# ---- block 1 ----
$ cat src/rtl/servo_arbiter.sv
// -----------------------------------------------------------------------------
// servo_arbiter
//
// Two requesters share one servo. A winner's target angle is latched at grant
// and clamped to MAX_ANGLE. The commanded angle then slews one degree every
// STEP_DIV clock cycles until it reaches the target. Completion is signalled
// with a single-cycle acknowledge to the owning requester.
//
// Optional feature (compile-time macro SERVO_ARB_ROUND_ROBIN_EN):
//   defined   -> simultaneous requests alternate between A and B.
//   undefined -> fixed priority; A always wins a tie.
//
// Parameters
//   STEP_DIV   clock cycles per 1-degree step (1 .. 2^20)
//   MAX_ANGLE  upper angle limit in degrees (<= 255)
//   INIT_ANGLE oAngle value after reset
//
// Ports
//   Clk      in   system clock, rising edge
//   iRst     in   synchronous active-high reset
//   iReqA    in   requester A move request, held until oAckA
//   iAngleA  in   requester A target angle, sampled at grant only
//   iReqB    in   requester B move request, held until oAckB
//   iAngleB  in   requester B target angle, sampled at grant only
//   oAngle   out  current commanded servo angle (registered)
//   oAckA    out  one-cycle pulse, A's move complete
//   oAckB    out  one-cycle pulse, B's move complete
//   oBusy    out  high while a move is in progress or completing
//   oGrant   out  owner of the current/last move (0 = A, 1 = B)
// -----------------------------------------------------------------------------
module servo_arbiter #(
  parameter int unsigned STEP_DIV   = 50000,
  parameter int unsigned MAX_ANGLE  = 180,
  parameter int unsigned INIT_ANGLE = 90
) (
  input  logic       Clk,
  input  logic       iRst,
  input  logic       iReqA,
  input  logic [7:0] iAngleA,
  input  logic       iReqB,
  input  logic [7:0] iAngleB,
  output logic [7:0] oAngle,
  output logic       oAckA,
  output logic       oAckB,
  output logic       oBusy,
  output logic       oGrant
);

  localparam int unsigned CNT_W = (STEP_DIV > 1) ? $clog2(STEP_DIV) : 1;

  localparam logic [7:0]       MAX_A    = 8'(MAX_ANGLE);
  localparam logic [7:0]       INIT_A   = 8'(INIT_ANGLE);
  localparam logic [CNT_W-1:0] CNT_LAST = CNT_W'(STEP_DIV - 1);

  typedef enum logic [1:0] {
    S_IDLE = 2'd0,
    S_MOVE = 2'd1,
    S_DONE = 2'd2
  } state_t;

  state_t           r_state;
  state_t           w_next_state;
  logic [7:0]       r_angle;
  logic [7:0]       r_target;
  logic [CNT_W-1:0] r_cnt;
  logic             r_grant;

  logic             w_any_req;
  logic             w_win_b;
  logic [7:0]       w_req_angle;
  logic [7:0]       w_clamped;
  logic             w_at_target;
  logic             w_step_tick;

  // ---------------------------------------------------------------------------
  // Arbitration
  // ---------------------------------------------------------------------------
  assign w_any_req = iReqA | iReqB;

`ifdef SERVO_ARB_ROUND_ROBIN_EN
  // r_rr_b set means B is favoured on the next tie. Reset favours A.
  logic r_rr_b;

  assign w_win_b = iReqB & (~iReqA | r_rr_b);

  always_ff @(posedge Clk) begin
    if (iRst) begin
      r_rr_b <= 1'b0;
    end else if ((r_state == S_IDLE) && w_any_req) begin
      // Favour whoever did not just win.
      r_rr_b <= ~w_win_b;
    end
  end
`else
  assign w_win_b = iReqB & ~iReqA;
`endif

  assign w_req_angle = w_win_b ? iAngleB : iAngleA;
  assign w_clamped   = (w_req_angle > MAX_A) ? MAX_A : w_req_angle;
  assign w_at_target = (r_angle == r_target);
  assign w_step_tick = (r_cnt == CNT_LAST);

  // ---------------------------------------------------------------------------
  // FSM state register
  // ---------------------------------------------------------------------------
  // NOTE: sequential state uses non-blocking (<=) so every register samples
  // the pre-edge value of every other register, independent of block order.
  always_ff @(posedge Clk) begin
    if (iRst) begin
      r_state <= S_IDLE;
    end else begin
      r_state <= w_next_state;
    end
  end

  // ---------------------------------------------------------------------------
  // FSM next-state and decoded outputs
  // ---------------------------------------------------------------------------
  // NOTE: every signal gets a default at the top of the block; any path that
  // skipped an assignment would otherwise infer a latch.
  always_comb begin
    w_next_state = r_state;
    oAckA        = 1'b0;
    oAckB        = 1'b0;
    oBusy        = 1'b0;

    case (r_state)
      S_IDLE: begin
        if (w_any_req) begin
          w_next_state = S_MOVE;
        end
      end
      S_MOVE: begin
        oBusy = 1'b1;
        if (w_at_target) begin
          w_next_state = S_DONE;
        end
      end
      S_DONE: begin
        oBusy        = 1'b1;
        oAckA        = ~r_grant;
        oAckB        = r_grant;
        w_next_state = S_IDLE;
      end
      default: begin
        w_next_state = S_IDLE;
      end
    endcase
  end

  // ---------------------------------------------------------------------------
  // Datapath: target latch, owner, step counter, commanded angle
  // ---------------------------------------------------------------------------
  always_ff @(posedge Clk) begin
    if (iRst) begin
      r_angle  <= INIT_A;
      r_target <= INIT_A;
      r_cnt    <= '0;
      r_grant  <= 1'b0;
    end else begin
      case (r_state)
        S_IDLE: begin
          if (w_any_req) begin
            r_target <= w_clamped;
            r_grant  <= w_win_b;
            r_cnt    <= '0;
          end
        end
        S_MOVE: begin
          if (!w_at_target) begin
            if (w_step_tick) begin
              r_cnt <= '0;
              // Target is clamped to 0..MAX_ANGLE and the angle only moves
              // toward it, so neither direction can wrap.
              if (r_angle < r_target) begin
                r_angle <= r_angle + 8'd1;
              end else begin
                r_angle <= r_angle - 8'd1;
              end
            end else begin
              r_cnt <= r_cnt + CNT_W'(1);
            end
          end
        end
        default: begin
        end
      endcase
    end
  end

  assign oAngle = r_angle;
  assign oGrant = r_grant;

endmodule

$ cat config.mk
export PLATFORM = sky130hd
export DESIGN_NAME = servo_arbiter
export DESIGN_NICKNAME = d
export VERILOG_FILES = /design/src/rtl/servo_arbiter.sv
export SDC_FILE = /design/constraint.sdc
export NUM_CORES = 1
export LEC_CHECK = 0
export CAP_MARGIN = 10
export CORE_MARGIN = 2
export CORE_UTILIZATION = 23
export DETAILED_ROUTE_END_ITERATION = 8
export SLEW_MARGIN = 15
export SYNTH_ARGS = -nofsm -noshare
export SYNTH_HDL_FRONTEND = slang
export SYNTH_SLANG_ARGS = --single-unit
$ cat constraint.sdc
create_clock -name Clk -period 3.5 [get_ports Clk]
set_clock_uncertainty 0.1 [all_clocks]
set_input_delay 0.525 -clock Clk [delete_from_list [all_inputs] [get_ports Clk]]
set_output_delay 0.525 -clock Clk [all_outputs]
set_load 0.02 [all_outputs]
==> flow_summary.yaml <==
# synthesis and place-and-route metrics
outcome:
  status: "finished, final reports clean"
place:
  place_congestion: 0.756
  port_buffers: 31
power:
  p_switching_uw: 623
  powerClk_uw: 301
logic_synthesis:
  ys_cells: 250
  ys_sh_adder_pct: 11.3
  async_flop_share_pct: 0
die:
  die_y_um: 101
  row_count: 35
clocking:
  worstSkewPairLatency_ns: 0.29
route:
  wl_mm: 5.08
  vias_per_cell: 4.69
setup_path:
  path_max_fanout: 7
  crit_top_cell: "ha_4"
  r2r_slack_ns: 0.08
timing:
  worst_slack_ns: 0.0779
  final_hold_viol_count: 0
final_layout:
  syn_to_final_growth_pct: 28.7
## area by class of cell
type | instances | area [um2] | area share (%)
sequential | 35 | 703 | 25.1
timing repair buffer | 35 | 340 | 12.1
inverter | 17 | 63.8 | 2.28
clock buffer | 6 | 82.6 | 2.95
multi-input combinational | 193 | 1470 | 52.4
clock inverter | 1 | 5.00 | 0.179
tap | 111 | 139 | 4.96
## state kept, by name, summed over array words and instances (netlist names)
register,count
r_cnt,16
r_target,8
oGrant,1
r_state,2
oAngle,8
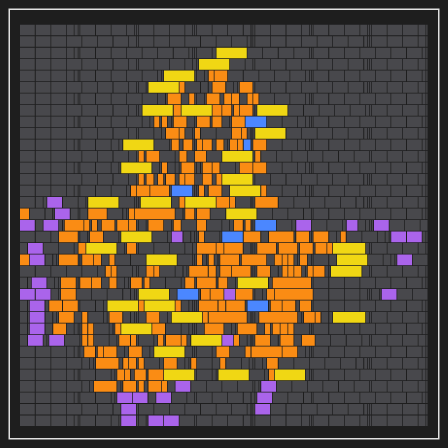
**Above:** block 1 (placement by cell class).
Fill, decap, tap and diode cells in gray.
class	color	cells
all other logic	orange	210
flip-flops	yellow	35
other buffers and delay cells	purple	35
clock drivers and dummy loads	blue	7

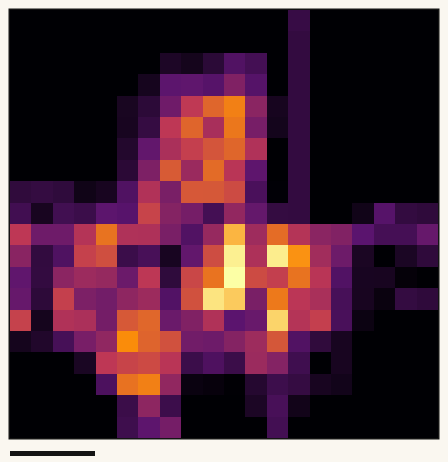
**Above:** block 1 (wire density map).
Scale bar: 20 um. The die is cut into 20 by 20 equal tiles; black is low, pale yellow is high, scaled to the fullest tile. Values are wire area over tile area, all layers added.
mean over tiles	0.077
tiles over half the peak	12%
densest ninth of the die	middle
nearly empty tiles	45%


# ---- block 2 ----
===== src/rtl/signed_mbyte_add_seq.sv =====
// Byte-serial signed adder: ripples one carry register across NBYTES bytes.
// Optional SIGNED_ADD_SATURATE_EN clamps the final sum on signed overflow.
module signed_mbyte_add_seq #(
    parameter int NBYTES = 4,
    parameter int W      = 8 * NBYTES
) (
    input  logic         clk,
    input  logic         reset,
    input  logic         in_valid,
    output logic         in_ready,
    input  logic [W-1:0] a,
    input  logic [W-1:0] b,
    input  logic         cin,
    output logic         out_valid,
    input  logic         out_ready,
    output logic [W-1:0] sum,
    output logic         cout,
    output logic         overflow,
    output logic         busy
);

    localparam int IW = (NBYTES > 1) ? $clog2(NBYTES) : 1;
    localparam logic [IW-1:0] LAST = IW'(NBYTES - 1);

    localparam logic [1:0] S_IDLE = 2'd0;
    localparam logic [1:0] S_ADD  = 2'd1;
    localparam logic [1:0] S_DONE = 2'd2;

    logic [1:0]    state;
    logic [W-1:0]  a_reg;
    logic [W-1:0]  b_reg;
    logic [W-1:0]  sum_q;
    logic          carry;
    logic          cout_q;
    logic          ovf_q;
    logic [IW-1:0] idx;

    logic [IW+2:0] base;
    logic [7:0]    a_byte;
    logic [7:0]    b_byte;
    logic [8:0]    byte_sum;
    logic          ovf_now;

    always_comb begin
        base     = {idx, 3'b000};
        a_byte   = a_reg[base +: 8];
        b_byte   = b_reg[base +: 8];
        byte_sum = {1'b0, a_byte} + {1'b0, b_byte} + {8'b0, carry};
        // Signs of the full operands against the raw top-byte sum bit
        ovf_now  = (a_reg[W-1] & b_reg[W-1] & ~byte_sum[7])
                 | (~a_reg[W-1] & ~b_reg[W-1] & byte_sum[7]);
    end

    always_ff @(posedge clk) begin
        if (reset) begin
            state  <= S_IDLE;
            a_reg  <= '0;
            b_reg  <= '0;
            sum_q  <= '0;
            carry  <= 1'b0;
            cout_q <= 1'b0;
            ovf_q  <= 1'b0;
            idx    <= '0;
        end else begin
            case (state)
                S_IDLE: begin
                    if (in_valid) begin
                        a_reg <= a;
                        b_reg <= b;
                        carry <= cin;
                        idx   <= '0;
                        state <= S_ADD;
                    end
                end
                S_ADD: begin
                    sum_q[base +: 8] <= byte_sum[7:0];
                    carry            <= byte_sum[8];
                    idx              <= idx + IW'(1);
                    if (idx == LAST) begin
                        cout_q <= byte_sum[8];
                        ovf_q  <= ovf_now;
                        state  <= S_DONE;
`ifdef SIGNED_ADD_SATURATE_EN
                        if (ovf_now) begin
                            sum_q <= a_reg[W-1] ? {1'b1, {(W-1){1'b0}}}
                                                : {1'b0, {(W-1){1'b1}}};
                        end
`endif
                    end
                end
                S_DONE: begin
                    if (out_ready) begin
                        state <= S_IDLE;
                    end
                end
                default: state <= S_IDLE;
            endcase
        end
    end

    assign in_ready  = (state == S_IDLE);
    assign out_valid = (state == S_DONE);
    assign busy      = (state != S_IDLE);
    assign sum       = sum_q;
    assign cout      = cout_q;
    assign overflow  = ovf_q;

endmodule


===== config.mk =====
export PLATFORM = sky130hd
export DESIGN_NAME = signed_mbyte_add_seq
export DESIGN_NICKNAME = d
export VERILOG_FILES = /design/src/rtl/signed_mbyte_add_seq.sv
export SDC_FILE = /design/constraint.sdc
export NUM_CORES = 1
export LEC_CHECK = 0
export CORE_ASPECT_RATIO = 0.5
export CORE_MARGIN = 1
export CORE_UTILIZATION = 40
export DETAILED_ROUTE_END_ITERATION = 6
export PLACE_DENSITY = 0.67
export SLEW_MARGIN = 40
export SYNTH_ARGS = -nofsm -noshare
export SYNTH_HDL_FRONTEND = slang
export SYNTH_SLANG_ARGS = --single-unit

===== constraint.sdc =====
create_clock -name clk -period 3.6 [get_ports clk]
set_input_delay 0.54 -clock clk [delete_from_list [all_inputs] [get_ports clk]]
set_output_delay 0.54 -clock clk [all_outputs]
set_load 0.02 [all_outputs]

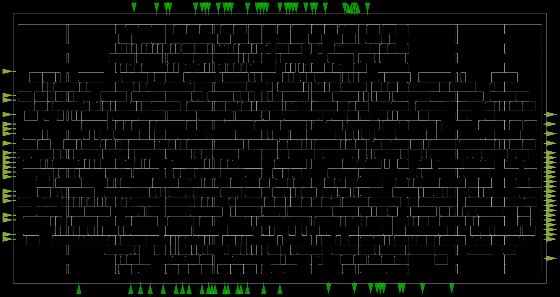
**Above:** block 2 (cell placement).
Non-Filler Instances: 729
Rows: 26

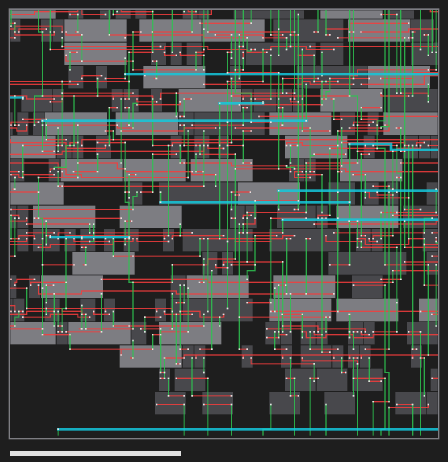
**Above:** block 2 (zoomed window).
Scale bar: 20 um. Window x 13 to 63, y 0 to 50 um. Cells in gray, sequential cells in the stronger gray; small squares are vias.
layer	color
met1	red
met3	cyan
met2	green
sequential cells in the window	34
most frequent	nand2_1 (51), dfxtp_1 (34), a21oi_1 (30)
cells with their middle in the window	145
netlist names of flops here include	`a_reg` (26), `b_reg` (6), `idx` (2)

==> cell type report <==
type,count,area (um2),share of cell area (%)
sequential,103,2060,34.9
multi-input combinational,351,2240,38.0
clock inverter,7,77.6,1.31
clock buffer,9,225,3.81
timing repair buffer,110,1090,18.4
inverter,9,33.8,0.572
tap,140,175,2.97
==> routing by layer <==
metal	part of all wire (%)	wire, um	global-route usage (%)
met5	0	0	0
met4	0.46	51	6.10
met3	6.3	703	5.24
met2	45	4970	29.3
met1	49	5420	28.7
==> flow_summary.yaml <==
# synthesis and place-and-route metrics
timing:
  final_hold_viol_count: 0
  fin_hold_ws_ns: 0.456
global_routing:
  antenna_found_initial: 0
  grt_pass1_vias: 3522
power:
  seqPwrFrac_pct: 47.3
  p_int_mw: 1.90
  pg_seq_mw: 1.22
setup_path:
  startpoint_type: "register"
  critical_path_buf_inv_count: 1
  r2r_start: "idx[0]$_SDFFE_PP0P_"
  cp-startpoint: "idx[0]$_SDFFE_PP0P_"
logic_synthesis:
  top_logic_kind: "simple AND/OR/NAND/NOR gates"
  synth-edff-count: 0
  yosys_most_used_dff: "dfxtp_1"
outcome:
  status: "finished, final reports clean"
clocking:
  cts_htree_levels: 3
final_layout:
  finalInstanceArea_mm2: 0.00591


==> layout pictures side by side <==
Register map, names as in the netlist.
Plate I
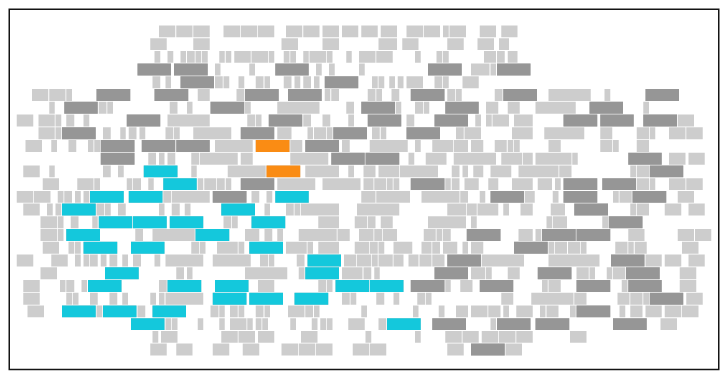
Plate II
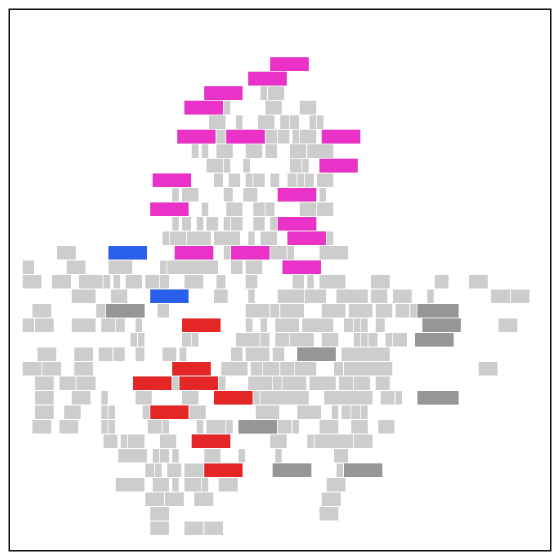
block 2: Plate I
block 1: Plate II
Of these, most sequential cells: Plate I
Of these, most cells: Plate I

Power figures rest on the tool's default switching activity, not on a simulated workload.
